==================== spi_reg_ctrl
Fig. 1: spi_reg_ctrl, wiring by layer
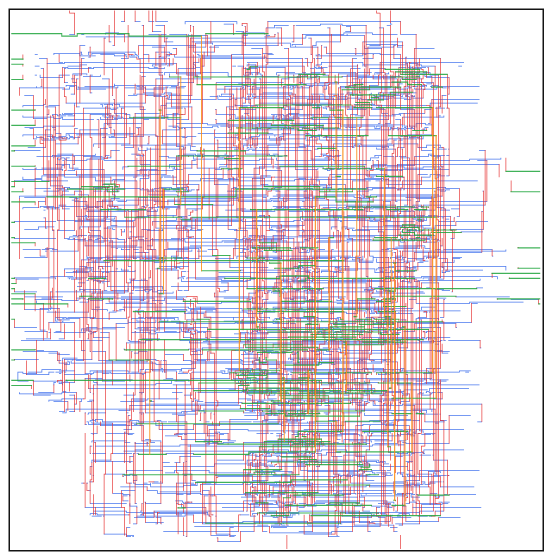

==> src/rtl/spi_pkg.sv <==
// Shared definitions for the SPI register controller: FSM encoding, command
// byte layout, address width and parameter defaults.
package spi_pkg;

  localparam int unsigned ADDR_W     = 4;
  localparam int unsigned NUM_REGS   = 16;
  localparam int unsigned CMD_WR_BIT = 7;

  localparam logic [7:0] ID_VALUE_DEF  = 8'hA5;
  localparam logic [7:0] SYNC_BYTE_DEF = 8'h5A;

  // Highest register address; read-only ID register.
  localparam logic [ADDR_W-1:0] ID_ADDR = ADDR_W'(NUM_REGS - 1);

  typedef enum logic [1:0] {
    ST_IDLE  = 2'd0,
    ST_CMD   = 2'd1,
    ST_WRITE = 2'd2,
    ST_READ  = 2'd3
  } state_e;

  // Register address auto-increment, wraps naturally at ADDR_W bits.
  function automatic logic [ADDR_W-1:0] addr_next(input logic [ADDR_W-1:0] a);
    return a + ADDR_W'(1);
  endfunction

endpackage

==> src/rtl/spi_cs_sync.sv <==
// Chip-select synchroniser: two-flop synchroniser for the raw CSn pad with
// registered falling/rising edge pulses aligned to the csn_s transition.
// Ports:
//   clk, rst   - clock, synchronous active-high reset
//   csn_pad    - raw chip select (async)
//   csn_s      - synchronised chip select
//   csn_fall   - one-cycle pulse, csn_s just went low
//   csn_rise   - one-cycle pulse, csn_s just went high
module spi_cs_sync (
  input  logic clk,
  input  logic rst,
  input  logic csn_pad,
  output logic csn_s,
  output logic csn_fall,
  output logic csn_rise
);

  logic sync1_q;
  logic sync2_q;
  logic fall_q;
  logic rise_q;
  logic vld_q;
  logic armed_q;

  // Falling edges are only honoured once the pad has been seen high after
  // reset, so a CSn held low through reset cannot start a transaction.
  always_ff @(posedge clk) begin
    if (rst) begin
      sync1_q <= 1'b1;
      sync2_q <= 1'b1;
      fall_q  <= 1'b0;
      rise_q  <= 1'b0;
      vld_q   <= 1'b0;
      armed_q <= 1'b0;
    end else begin
      sync1_q <= csn_pad;
      sync2_q <= sync1_q;
      vld_q   <= 1'b1;
      armed_q <= armed_q | (vld_q & sync1_q);
      fall_q  <= armed_q & sync2_q & ~sync1_q;
      rise_q  <= ~sync2_q & sync1_q;
    end
  end

  assign csn_s    = sync2_q;
  assign csn_fall = fall_q;
  assign csn_rise = rise_q;

endmodule

==> src/rtl/spi_reg_ctrl.sv <==
// SPI slave register controller. A transaction starts on CSn falling, the
// first byte is a command (bit 7 = write, bits 3:0 = start address), and
// following bytes write or read consecutive registers with wrapping address.
// Ports:
//   sys_clk, rst        - clock, synchronous active-high reset
//   csn_pad             - raw SPI chip select, active low
//   spi_dreq/data_rx    - received byte strobe and data from the peripheral
//   spi_data_to_send    - next MISO byte, spi_data_written pulses on update
//   usr_addr/usr_rdata  - combinational fabric read port
//   wr_strobe/addr/data - per-register SPI write notification
module spi_reg_ctrl
  import spi_pkg::*;
#(
  parameter int unsigned       BYTE_W    = 8,
  parameter logic [BYTE_W-1:0] ID_VALUE  = BYTE_W'(ID_VALUE_DEF),
  parameter logic [BYTE_W-1:0] SYNC_BYTE = BYTE_W'(SYNC_BYTE_DEF)
) (
  input  logic              sys_clk,
  input  logic              rst,
  input  logic              csn_pad,
  input  logic              spi_dreq,
  input  logic [BYTE_W-1:0] spi_data_rx,
  output logic [BYTE_W-1:0] spi_data_to_send,
  output logic              spi_data_written,
  input  logic [ADDR_W-1:0] usr_addr,
  output logic [BYTE_W-1:0] usr_rdata,
  output logic              wr_strobe,
  output logic [ADDR_W-1:0] wr_addr,
  output logic [BYTE_W-1:0] wr_data
);

  state_e              state_q, state_d;
  logic [ADDR_W-1:0]   addr_q, addr_d;
  logic [BYTE_W-1:0]   regs_q [NUM_REGS];
  logic [BYTE_W-1:0]   to_send_q, to_send_d;
  logic                written_q, written_d;
  logic                wr_strobe_q, wr_strobe_d;
  logic [ADDR_W-1:0]   wr_addr_q, wr_addr_d;
  logic [BYTE_W-1:0]   wr_data_q, wr_data_d;
  logic                reg_we_c;

  logic                csn_s;
  logic                csn_fall;
  logic                csn_rise;
  logic                dreq_ok_c;
  logic                cmd_is_wr_c;
  logic [ADDR_W-1:0]   cmd_addr_c;
  logic [ADDR_W-1:0]   rd_addr_c;
  logic [BYTE_W-1:0]   rd_data_c;

  spi_cs_sync u_cs_sync (
    .clk      (sys_clk),
    .rst      (rst),
    .csn_pad  (csn_pad),
    .csn_s    (csn_s),
    .csn_fall (csn_fall),
    .csn_rise (csn_rise)
  );

  // A byte counts only while selected and never right after an update,
  // which keeps spi_data_written / wr_strobe from pulsing back to back.
  assign dreq_ok_c   = spi_dreq & ~csn_s & ~written_q;
  assign cmd_is_wr_c = spi_data_rx[CMD_WR_BIT];
  assign cmd_addr_c  = spi_data_rx[ADDR_W-1:0];

  // SPI read port: the command byte supplies the address directly.
  always_comb begin
    rd_addr_c = (state_q == ST_CMD) ? cmd_addr_c : addr_q;
    rd_data_c = (rd_addr_c == ID_ADDR) ? ID_VALUE : regs_q[rd_addr_c];
  end

  // Fabric read port.
  always_comb begin
    usr_rdata = (usr_addr == ID_ADDR) ? ID_VALUE : regs_q[usr_addr];
  end

  // State register.
  always_ff @(posedge sys_clk) begin
    if (rst) begin
      state_q <= ST_IDLE;
    end else begin
      state_q <= state_d;
    end
  end

  // Next-state logic; CSn release wins over everything, including a byte.
  always_comb begin
    state_d = state_q;
    if (csn_rise) begin
      state_d = ST_IDLE;
    end else begin
      unique case (state_q)
        ST_IDLE:  if (csn_fall)  state_d = ST_CMD;
        ST_CMD:   if (dreq_ok_c) state_d = cmd_is_wr_c ? ST_WRITE : ST_READ;
        ST_WRITE: state_d = ST_WRITE;
        ST_READ:  state_d = ST_READ;
        default:  state_d = ST_IDLE;
      endcase
    end
  end

  // Output / datapath next values.
  always_comb begin
    addr_d      = addr_q;
    to_send_d   = to_send_q;
    written_d   = 1'b0;
    wr_strobe_d = 1'b0;
    wr_addr_d   = wr_addr_q;
    wr_data_d   = wr_data_q;
    reg_we_c    = 1'b0;
    if (!csn_rise) begin
      unique case (state_q)
        ST_IDLE: begin
          if (csn_fall) begin
            to_send_d = SYNC_BYTE;
            written_d = 1'b1;
          end
        end
        ST_CMD: begin
          if (dreq_ok_c) begin
            written_d = 1'b1;
            if (cmd_is_wr_c) begin
              addr_d    = cmd_addr_c;
              to_send_d = '0;
            end else begin
              addr_d    = addr_next(cmd_addr_c);
              to_send_d = rd_data_c;
            end
          end
        end
        ST_WRITE: begin
          if (dreq_ok_c) begin
            reg_we_c    = (addr_q != ID_ADDR);
            wr_strobe_d = 1'b1;
            wr_addr_d   = addr_q;
            wr_data_d   = spi_data_rx;
            addr_d      = addr_next(addr_q);
            to_send_d   = '0;
            written_d   = 1'b1;
          end
        end
        ST_READ: begin
          if (dreq_ok_c) begin
            to_send_d = rd_data_c;
            written_d = 1'b1;
            addr_d    = addr_next(addr_q);
          end
        end
        default: ;
      endcase
    end
  end

  // Datapath and output registers.
  always_ff @(posedge sys_clk) begin
    if (rst) begin
      addr_q      <= '0;
      to_send_q   <= '0;
      written_q   <= 1'b0;
      wr_strobe_q <= 1'b0;
      wr_addr_q   <= '0;
      wr_data_q   <= '0;
      for (int unsigned i = 0; i < NUM_REGS; i++) begin
        regs_q[i] <= '0;
      end
    end else begin
      addr_q      <= addr_d;
      to_send_q   <= to_send_d;
      written_q   <= written_d;
      wr_strobe_q <= wr_strobe_d;
      wr_addr_q   <= wr_addr_d;
      wr_data_q   <= wr_data_d;
      if (reg_we_c) begin
        regs_q[addr_q] <= spi_data_rx;
      end
    end
  end

  assign spi_data_to_send = to_send_q;
  assign spi_data_written = written_q;
  assign wr_strobe        = wr_strobe_q;
  assign wr_addr          = wr_addr_q;
  assign wr_data          = wr_data_q;

endmodule

==> config.mk <==
export PLATFORM = sky130hd
export DESIGN_NAME = spi_reg_ctrl
export DESIGN_NICKNAME = d
export VERILOG_FILES = /design/src/rtl/spi_pkg.sv /design/src/rtl/spi_cs_sync.sv /design/src/rtl/spi_reg_ctrl.sv
export SDC_FILE = /design/constraint.sdc
export NUM_CORES = 1
export LEC_CHECK = 0
export ABC_AREA = 1
export CORE_AREA = 2 2 140 142
export CTS_CLUSTER_SIZE = 16
export DETAILED_ROUTE_END_ITERATION = 6
export DIE_AREA = 0 0 142 144
export GPL_TIMING_DRIVEN = 0
export PLACE_DENSITY = 0.63
export SLEW_MARGIN = 20
export SYNTH_ARGS = -nofsm -noshare
export SYNTH_HDL_FRONTEND = slang
export SYNTH_SLANG_ARGS = --single-unit
==> constraint.sdc <==
create_clock -name sys_clk -period 4.2 [get_ports sys_clk]
set_input_delay 0.84 -clock sys_clk [delete_from_list [all_inputs] [get_ports sys_clk]]
set_output_delay 0.84 -clock sys_clk [all_outputs]
set_load 0.03 [all_outputs]
==================== coffee_fsm_flat
`src/rtl/coffee_pkg.sv`:
```
// Shared types and fixed recipe data for the coffee maker control FSM.
package coffee_pkg;

  typedef enum logic [1:0] {IDLE, START, WAIT, DONE} state_e;

  localparam logic [2:0] ING_NONE   = 3'd0;
  localparam logic [2:0] ING_WATER  = 3'd1;
  localparam logic [2:0] ING_COFFEE = 3'd2;
  localparam logic [2:0] ING_MILK   = 3'd3;
  localparam logic [2:0] ING_CHOC   = 3'd4;
  localparam logic [2:0] ING_SUGAR  = 3'd5;

  // Index of the final step for each c_type (length - 1).
  function automatic logic [2:0] recipe_last(input logic [1:0] recipe);
    case (recipe)
      2'd0:    return 3'd1;
      2'd1:    return 3'd2;
      2'd2:    return 3'd4;
      default: return 3'd3;
    endcase
  endfunction

  // Valve bit for code c sits at position c+2; unused codes close everything.
  function automatic logic [7:3] valve_mask(input logic [2:0] code);
    case (code)
      ING_WATER:  return 5'b00001;
      ING_COFFEE: return 5'b00010;
      ING_MILK:   return 5'b00100;
      ING_CHOC:   return 5'b01000;
      ING_SUGAR:  return 5'b10000;
      default:    return 5'b00000;
    endcase
  endfunction

endpackage

```
`src/rtl/coffee_fsm_if.sv`:
```
// Panel/timer/valve signal bundle between the coffee FSM and its surroundings.
interface coffee_fsm_if;
  logic       ok;
  logic [1:0] c_type;
  logic       t_expired;
  logic [2:0] ing_type;
  logic       start_timer;
  logic [7:3] ingredientes;

  modport master (output ok, c_type, t_expired,
                  input  ing_type, start_timer, ingredientes);
  modport slave  (input  ok, c_type, t_expired,
                  output ing_type, start_timer, ingredientes);
endinterface

```
`src/rtl/coffee_recipe_rom.sv`:
```
// Combinational recipe table: (recipe, step) -> ingredient code and last-step flag.
module coffee_recipe_rom
  import coffee_pkg::*;
(
  input  logic [1:0] recipe,
  input  logic [2:0] step,
  output logic [2:0] code,
  output logic       last_step
);

  always_comb begin
    code = ING_NONE;
    case (recipe)
      2'd0: case (step)
        3'd0: code = ING_WATER;
        3'd1: code = ING_COFFEE;
        default: code = ING_NONE;
      endcase
      2'd1: case (step)
        3'd0: code = ING_WATER;
        3'd1: code = ING_COFFEE;
        3'd2: code = ING_SUGAR;
        default: code = ING_NONE;
      endcase
      2'd2: case (step)
        3'd0: code = ING_WATER;
        3'd1: code = ING_COFFEE;
        3'd2: code = ING_CHOC;
        3'd3: code = ING_MILK;
        3'd4: code = ING_SUGAR;
        default: code = ING_NONE;
      endcase
      default: case (step)
        3'd0: code = ING_WATER;
        3'd1: code = ING_COFFEE;
        3'd2: code = ING_MILK;
        3'd3: code = ING_SUGAR;
        default: code = ING_NONE;
      endcase
    endcase
  end

  assign last_step = (step == recipe_last(recipe));

endmodule

```
`src/rtl/coffee_fsm.sv`:
```
// Coffee maker sequencer: latches a recipe on ok and steps through its ingredients,
// one valve and one timer pulse per step.
module coffee_fsm
  import coffee_pkg::*;
(
  input  logic         clk,
  input  logic         reset,
  coffee_fsm_if.slave  bus
);

  state_e     state_q, state_d;
  logic [1:0] recipe_q, recipe_d;
  logic [2:0] step_q, step_d;
  logic       last_q, last_d;
  logic [2:0] ing_type_q, ing_type_d;
  logic       start_timer_q, start_timer_d;
  logic [7:3] ingredientes_q, ingredientes_d;
  logic [2:0] rom_code;

  // ROM looks at the next (recipe, step) so outputs can be registered; its
  // last_step flag is registered too, giving last-step of the current step.
  coffee_recipe_rom u_rom (
    .recipe    (recipe_d),
    .step      (step_d),
    .code      (rom_code),
    .last_step (last_d)
  );

  always_comb begin
    state_d  = state_q;
    recipe_d = recipe_q;
    step_d   = step_q;
    case (state_q)
      IDLE: if (bus.ok) begin
        state_d  = START;
        recipe_d = bus.c_type;
        step_d   = 3'd0;
      end
      START, WAIT: begin
        if (bus.t_expired) begin
          if (last_q) state_d = DONE;
          else begin
            state_d = START;
            step_d  = step_q + 3'd1;
          end
        end else begin
          state_d = WAIT;
        end
      end
      DONE: if (!bus.ok) state_d = IDLE;
      default: state_d = IDLE;
    endcase

    ing_type_d     = ING_NONE;
    start_timer_d  = 1'b0;
    ingredientes_d = '0;
    if (state_d == START || state_d == WAIT) begin
      ing_type_d     = rom_code;
      ingredientes_d = valve_mask(rom_code);
      start_timer_d  = (state_d == START);
    end
  end

  always_ff @(posedge clk) begin
    if (reset) begin
      state_q        <= IDLE;
      recipe_q       <= 2'd0;
      step_q         <= 3'd0;
      last_q         <= 1'b0;
      ing_type_q     <= ING_NONE;
      start_timer_q  <= 1'b0;
      ingredientes_q <= '0;
    end else begin
      state_q        <= state_d;
      recipe_q       <= recipe_d;
      step_q         <= step_d;
      last_q         <= last_d;
      ing_type_q     <= ing_type_d;
      start_timer_q  <= start_timer_d;
      ingredientes_q <= ingredientes_d;
    end
  end

  assign bus.ing_type     = ing_type_q;
  assign bus.start_timer  = start_timer_q;
  assign bus.ingredientes = ingredientes_q;

endmodule

```
`src/flat_wrapper.sv`:
```
// flat-port wrapper written by rule: the top's interface ports become plain ports
module coffee_fsm_flat import coffee_pkg::*;
  (clk, reset, bus_ok, bus_c_type, bus_t_expired, bus_ing_type, bus_start_timer, bus_ingredientes);
  coffee_fsm_if bus_i ();
  input  logic clk;
  input  logic reset;
  input wire logic [$bits(bus_i.ok)-1:0] bus_ok;
  input wire logic [$bits(bus_i.c_type)-1:0] bus_c_type;
  input wire logic [$bits(bus_i.t_expired)-1:0] bus_t_expired;
  output wire logic [$bits(bus_i.ing_type)-1:0] bus_ing_type;
  output wire logic [$bits(bus_i.start_timer)-1:0] bus_start_timer;
  output wire logic [$bits(bus_i.ingredientes)-1:0] bus_ingredientes;
  assign bus_i.ok = bus_ok;
  assign bus_i.c_type = bus_c_type;
  assign bus_i.t_expired = bus_t_expired;
  assign bus_ing_type = bus_i.ing_type;
  assign bus_start_timer = bus_i.start_timer;
  assign bus_ingredientes = bus_i.ingredientes;
  coffee_fsm u_core (.clk(clk), .reset(reset), .bus(bus_i));
endmodule
```
`config.mk`:
```
export PLATFORM = sky130hd
export DESIGN_NAME = coffee_fsm_flat
export DESIGN_NICKNAME = d
export VERILOG_FILES = /design/src/rtl/coffee_pkg.sv /design/src/rtl/coffee_fsm_if.sv /design/src/rtl/coffee_recipe_rom.sv /design/src/rtl/coffee_fsm.sv /design/src/flat_wrapper.sv
export SDC_FILE = /design/constraint.sdc
export NUM_CORES = 1
export LEC_CHECK = 0
export ABC_AREA = 1
export CAP_MARGIN = 25
export CORE_ASPECT_RATIO = 0.6
export CORE_MARGIN = 3
export CORE_UTILIZATION = 43
export DETAILED_ROUTE_END_ITERATION = 10
export HOLD_SLACK_MARGIN = 0.15
export PLACE_DENSITY = 0.68
export SLEW_MARGIN = 25
export SYNTH_ARGS = -nofsm -noshare
export SYNTH_HDL_FRONTEND = slang
export SYNTH_HIERARCHICAL = 1
export SYNTH_SLANG_ARGS = --single-unit
```
`constraint.sdc`:
```
create_clock -name clk -period 5 [get_ports clk]
set_clock_uncertainty 0.15 [all_clocks]
set_input_delay 0.5 -clock clk [delete_from_list [all_inputs] [get_ports clk]]
set_output_delay 0.5 -clock clk [all_outputs]
set_load 0.02 [all_outputs]
```
Fig. 2: spi_reg_ctrl, congestion heat map
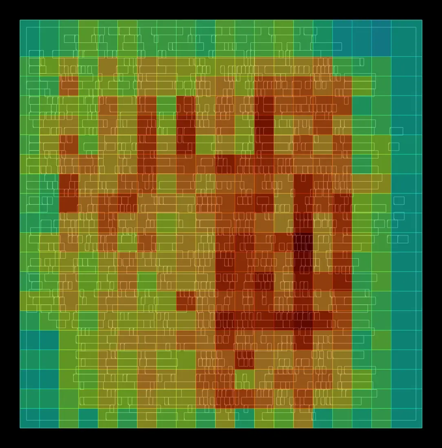
GRT Max-Usage Layer: met2
met2 Resource Use GR: 0.412
GRT Util Overall: 0.289

Notes on Fig. 1 above:
[green] met3 | wire length: 3060 um
[orange] met4 | wire length: 1030 um
[red] met2 | wire length: 12100 um
[blue] met1 | wire length: 12700 um

==> run summary, spi_reg_ctrl <==
initial antenna violation count -> 0
switch share -> 0.291
ao+oa area frac -> 0.128
CTS Root Buffer Type -> clkbuf_16
Pins Over Slew Limit -> 0
post-CTS setup repair buffer count -> 0
CTS Hold Bufs -> 0
comb_multi_in -> 715
Yosys top cell area share -> 0.442
CP Max Fanout -> 10
P_int -> 2.67 mW
Post-Place Worst Slack -> -0.175 ns
total gr overflow -> 0
status -> complete, no violations
Max Freq -> 240 MHz
Clock buf/inv share -> 0.0572
diode count -> 0
P_comb -> 487 uW
DP Area -> 9180 um^2
heaviest power group -> sequential cells
latest clock arrival within the worst-skew pair -> 0.45 ns
CTS buffer count -> 17
Die Y -> 144 um
Startpoint Class -> input pin
most numerous logic cells after layout -> nand2_1 (171), nor2_1 (168), nand3_1 (132)
row count -> 51
Register Area -> 4400 um^2
Logic inverters -> 91
Cell Chain, Critical Path -> clkbuf_1 -> inv_2 -> clkbuf_1 -> o21ai_0 -> o221ai_1 -> nand3_1 -> a31oi_1 -> clkdlybuf4s50_1
Dominant flop cell -> edfxtp_1
DRT Pass-1 Iters -> 5
Routed WL per cell -> 21.6 um
number of cells on the worst hold path -> 1
Synth Cell Area -> 8430 um^2
Fin. Hold Viols -> 0
sum of routed wire length over all layers -> 28.9 mm
Core ar. -> 19100 um^2
cell type with the largest total area -> edfxtp_1
GRT met3 Usage -> 0.0825
GP Congestion -> 1.04
Metal-1 WL -> 12.7 mm
registers -> 158
Antenna Nets Post-Route -> 0
most frequent logic cell in the layout -> nand2_1
clk slew on worst S/H paths -> 0.07 ns
Fig. 3: coffee_fsm_flat, congestion heat map
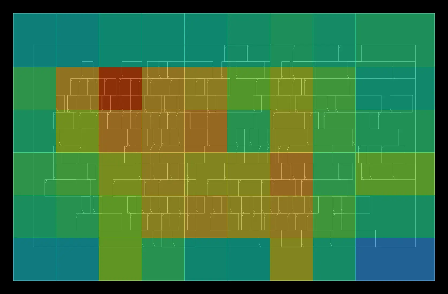
Routed WL per cell: 10.9 um
fin util: 0.585
GRT Max-Usage Layer: met1
met1 Use GR: 0.216
met2 Resource Use GR: 0.190

==> run summary, coffee_fsm_flat <==
status -> complete, no violations
# clk buffers -> 3
Die Wd -> 67.9 um
critical path required time -> 5.00 ns
Post-synth EDFFs -> 0
crit share post-route -> 0.539
Post-synth ARST share -> 0
Ys Warns -> 6
WP depth -> 12
Pins Over Slew Limit -> 0
Worst Hold End -> u_core/step_q[1]$_SDFF_PP0_
max incr delay on CP -> 0.55 ns
Die ar. -> 2930 um^2
Startpoint Class -> input pin
first-pass GRT wire length -> 3.18 mm
Setup TNS Final -> 0 ns
CTS tree -> built
row count -> 12
Filler Cell Count -> 207
vias in the first global route -> 723
max cap viols -> 0
Max rail drop VDD -> 0.000210 V
Reg power frac -> 0.376
post_cts resized -> 0
DRC viols -> 0
drt initial violations -> 70
Core ar. -> 2010 um^2
Buffers, non-clock -> 14
drt via density -> 4.78
Clock Sinks -> 17
met2 wire length -> 774 um
Die Y -> 43.2 um
Init Core Util -> 0.492
Port-buffer cells -> 14
sequential group power -> 156 uW
final worst-path setup slack -> 2.30 ns
Nets -> 167
GRT met3 Usage -> 0.0635
sw power -> 149 uW
total power -> 415 uW
Worst Setup SP -> bus_ok
total power per unit cell area -> 353 nW/um^2
CP Capture Type -> flip-flop
Max Freq -> 371 MHz

==> notes/layouts.md <==
Pictures saved along the way, in no particular order.

Routed clock nets over the placement.
panel A
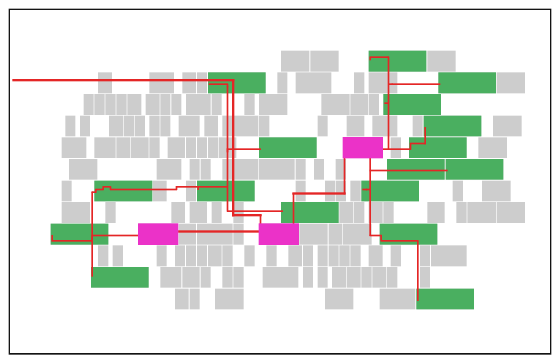
panel B
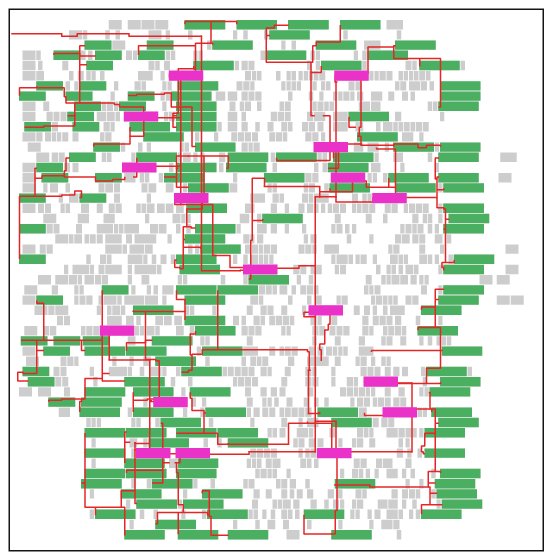
The one with the most sequential cells is panel B.
| picture | from |
|---|---|
| panel B | spi_reg_ctrl |
| panel A | coffee_fsm_flat |

Key to panel A:
[green] flip-flops | count: 17
[red] clock wires | length: 228 um
[magenta] cells driving clock nets | count: 3
routed clock nets: 4


==================== instr_sequencer
## config.mk

```make
export PLATFORM = sky130hd
export DESIGN_NAME = instr_sequencer
export DESIGN_NICKNAME = d
export VERILOG_FILES = /design/src/rtl/isa_pkg.sv /design/src/rtl/jump_lut.sv /design/src/rtl/instr_sequencer.sv
export SDC_FILE = /design/constraint.sdc
export NUM_CORES = 1
export LEC_CHECK = 0
export ABC_AREA = 0
export CORE_MARGIN = 3
export CORE_UTILIZATION = 51
export DETAILED_ROUTE_END_ITERATION = 8
export PLACE_DENSITY = 0.95
export SETUP_SLACK_MARGIN = 0.2
export SYNTH_ARGS = -nofsm -noshare
export SYNTH_HDL_FRONTEND = slang
export SYNTH_SLANG_ARGS = --single-unit
```

## constraint.sdc

```tcl
create_clock -name clk -period 4 [get_ports clk]
set_input_delay 0.6 -clock clk [delete_from_list [all_inputs] [get_ports clk]]
set_output_delay 0.6 -clock clk [all_outputs]
set_load 0.005 [all_outputs]
```

## src/rtl/isa_pkg.sv

```systemverilog
// Shared ISA definitions for the instruction sequencer: opcodes, FSM states,
// and the 9-bit instruction decoder.
package isa_pkg;

  localparam logic [3:0] OP_XOR   = 4'b0000;
  localparam logic [3:0] OP_ADD   = 4'b0001;
  localparam logic [3:0] OP_SUB   = 4'b0010;
  localparam logic [3:0] OP_SIGN  = 4'b0011;
  localparam logic [3:0] OP_MSB   = 4'b0100;
  localparam logic [3:0] OP_POPC  = 4'b0101;
  localparam logic [3:0] OP_BLT   = 4'b0110;
  localparam logic [3:0] OP_BEQ   = 4'b0111;
  localparam logic [3:0] OP_MOVE  = 4'b1000;
  localparam logic [3:0] OP_SHIFT = 4'b1001;
  localparam logic [3:0] OP_ADDI  = 4'b1010;
  localparam logic [3:0] OP_SUBI  = 4'b1011;
  localparam logic [3:0] OP_JMP0  = 4'b1100;
  localparam logic [3:0] OP_JMP1  = 4'b1101;
  localparam logic [3:0] OP_HALT  = 4'b1110;
  localparam logic [3:0] OP_NOP   = 4'b1111;

  localparam logic [2:0] ACC_REG   = 3'd0;
  localparam logic [8:0] NOP_INSTR = 9'h1E0;

  typedef enum logic [1:0] {IDLE, FETCH, EXEC, HALT} state_t;

  typedef struct packed {
    logic [3:0] op;
    logic [2:0] imm;
    logic [2:0] ra;
    logic [2:0] rb;
    logic [2:0] wa;
    logic       we;
  } ctrl_t;

  // ir[3] is reserved and never looked at here
  function automatic ctrl_t decode(input logic [8:0] instr);
    ctrl_t c;
    c.op  = instr[8:5];
    c.imm = 3'd0;
    c.ra  = ACC_REG;
    c.rb  = ACC_REG;
    c.wa  = ACC_REG;
    c.we  = 1'b0;
    case (c.op)
      OP_XOR, OP_ADD, OP_SUB, OP_SIGN, OP_MSB, OP_POPC: begin
        c.rb = instr[2:0];
        c.we = 1'b1;
      end
      OP_MOVE: begin
        if (instr[4]) c.wa = instr[2:0];
        else          c.ra = instr[2:0];
        c.we = 1'b1;
      end
      OP_SHIFT, OP_ADDI, OP_SUBI: begin
        c.imm = instr[2:0];
        c.we  = 1'b1;
      end
      OP_BLT, OP_BEQ: c.rb = instr[2:0];
      default: ;
    endcase
    return c;
  endfunction

endpackage

```

## src/rtl/jump_lut.sv

```systemverilog
// Jump-target ROM: built-in table from LUT_INIT.
module jump_lut #(
  parameter int PC_W = 10,
  parameter int LUT_DEPTH = 32,
  parameter logic [LUT_DEPTH*PC_W-1:0] LUT_INIT = '0
) (
  input  logic [$clog2(LUT_DEPTH)-1:0] index,
  output logic [PC_W-1:0]              target
);

  logic [PC_W-1:0] rom [LUT_DEPTH];

  always_comb begin
    for (int i = 0; i < LUT_DEPTH; i++) rom[i] = LUT_INIT[i*PC_W +: PC_W];
  end

  assign target = rom[index];

endmodule

```

## src/rtl/instr_sequencer.sv

```systemverilog
// Fetch/decode/execute controller driving the ALU and register file from a
// 9-bit instruction memory; one instruction at a time, no pipelining.
module instr_sequencer
  import isa_pkg::*;
#(
  parameter int PC_W = 10,
  parameter int LUT_DEPTH = 32,
  parameter int CNT_W = 16,
  parameter logic [LUT_DEPTH*PC_W-1:0] LUT_INIT = '0
) (
  input  logic             clk,
  input  logic             reset,
  input  logic             start,
  output logic             imem_req,
  output logic [PC_W-1:0]  imem_addr,
  input  logic             imem_valid,
  input  logic [8:0]       imem_data,
  output logic [3:0]       alu_op,
  output logic [2:0]       alu_imm,
  input  logic             alu_brc_j,
  input  logic             alu_jen,
  output logic [2:0]       rf_ra,
  output logic [2:0]       rf_rb,
  output logic [2:0]       rf_wa,
  output logic             rf_we,
  output logic             done,
  output logic [CNT_W-1:0] instr_count,
  output logic [PC_W-1:0]  pc_out
);

  state_t          state;
  logic [PC_W-1:0] pc;
  logic [8:0]      ir;
  logic [PC_W-1:0] jump_target;
  ctrl_t           dec;

  jump_lut #(
    .PC_W(PC_W), .LUT_DEPTH(LUT_DEPTH), .LUT_INIT(LUT_INIT)
  ) u_jump_lut (
    .index  (ir[$clog2(LUT_DEPTH)-1:0]),
    .target (jump_target)
  );

  // Decode the fetched word on its way into ir so the EXEC-cycle outputs
  // come straight from flops.
  assign dec       = decode(imem_data);
  assign imem_addr = pc;
  assign pc_out    = pc;

  always_ff @(posedge clk) begin
    if (reset) begin
      state       <= IDLE;
      pc          <= '0;
      ir          <= NOP_INSTR;
      imem_req    <= 1'b0;
      alu_op      <= OP_NOP;
      alu_imm     <= '0;
      rf_ra       <= ACC_REG;
      rf_rb       <= ACC_REG;
      rf_wa       <= ACC_REG;
      rf_we       <= 1'b0;
      done        <= 1'b0;
      instr_count <= '0;
    end else begin
      case (state)
        IDLE: if (start) begin
          pc          <= '0;
          instr_count <= '0;
          imem_req    <= 1'b1;
          state       <= FETCH;
        end
        FETCH: if (imem_valid) begin
          ir       <= imem_data;
          imem_req <= 1'b0;
          alu_op   <= dec.op;
          alu_imm  <= dec.imm;
          rf_ra    <= dec.ra;
          rf_rb    <= dec.rb;
          rf_wa    <= dec.wa;
          rf_we    <= dec.we;
          state    <= EXEC;
        end
        EXEC: begin
          alu_op  <= OP_NOP;
          alu_imm <= '0;
          rf_ra   <= ACC_REG;
          rf_rb   <= ACC_REG;
          rf_wa   <= ACC_REG;
          rf_we   <= 1'b0;
          if (instr_count != '1) instr_count <= instr_count + 1'b1;
          if (ir[8:5] == OP_HALT) begin
            done  <= 1'b1;
            state <= HALT;
          end else begin
            case (ir[8:5])
              OP_BLT, OP_BEQ: pc <= alu_brc_j ? pc + 1'b1 : jump_target;
              OP_JMP0, OP_JMP1: pc <= alu_jen ? jump_target : pc + 1'b1;
              default: pc <= pc + 1'b1;
            endcase
            imem_req <= 1'b1;
            state    <= FETCH;
          end
        end
        HALT: done <= 1'b1;
        default: state <= IDLE;
      endcase
    end
  end

  // A jump that the ALU refuses to enable means the ALU and sequencer disagree
  a_jump_enabled: assert property (@(posedge clk) disable iff (reset)
    (state == EXEC && (ir[8:5] == OP_JMP0 || ir[8:5] == OP_JMP1)) |-> alu_jen);

endmodule

```

Fig. 4: instr_sequencer, power grid
The bar under the picture is 20 um long. Pins as bars on the die edge. Tap cells in gray.
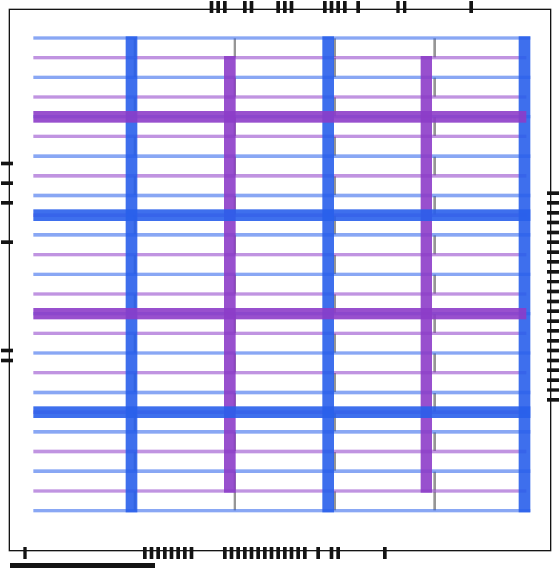
[purple] VDD
[blue] VSS
signal pins: 70
met1 rails: 25
tap cells: 52

Fig. 5: instr_sequencer, placed cells, one color a class
The bar under the picture is 20 um long.
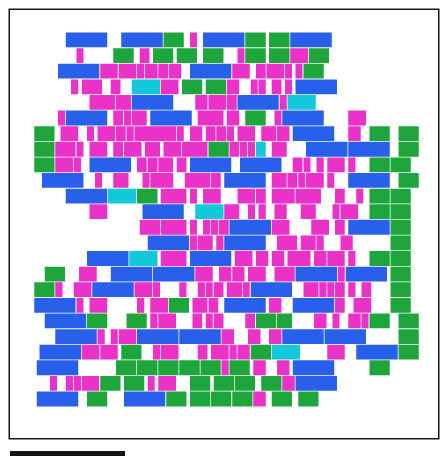
[green] other buffers and delay cells | cells: 69
[cyan] clock drivers and dummy loads | cells: 7
[blue] flip-flops | cells: 51
[magenta] all other logic | cells: 197

==> run summary <==
status -> complete, no violations
max cap viols -> 0
drt initial violations -> 103
Max rail drop VDD -> 0.000190 V
Pins Over Slew Limit -> 0
drt via density -> 5.73
Ys Warns -> 0
Vias -> 2156
Routed WL per cell -> 14.8 um
DRT Pass-1 Iters -> 4
min Tclk post-route -> 2.13 ns
Post-synth EDFFs -> 0
met2 wire length -> 2.77 mm
final worst-path setup slack -> 1.87 ns
cell total in the yosys stat output -> 269
met1 Use GR -> 0.256
relative max-transition margin -> 0.531
Slew @ Worst Pin -> 0.701 ns
GRT Util Overall -> 0.205
Ports -> 70
Worst R2R Start -> state[0]$_SDFFE_PP0P_
Most flops, register -> instr_count
min-delay src -> rf_ra[1]$_SDFFE_PP0P_
Final non-clock buffer share -> 0.221
reg2reg end -> instr_count[7]$_SDFFE_PP0P_
worst min-delay path class -> reg -> reg
switch share -> 0.268
Clock Tree Buf Depth -> 2
Metal-1 WL -> 2.45 mm
most frequent logic cell in the layout -> clkdlybuf4s50_1
Comb area -> 1200 um^2
Layout area overhead -> 29.7%
placed instance count -> 369
Clock Sinks -> 51

Power is estimated from default activity; no workload was simulated.
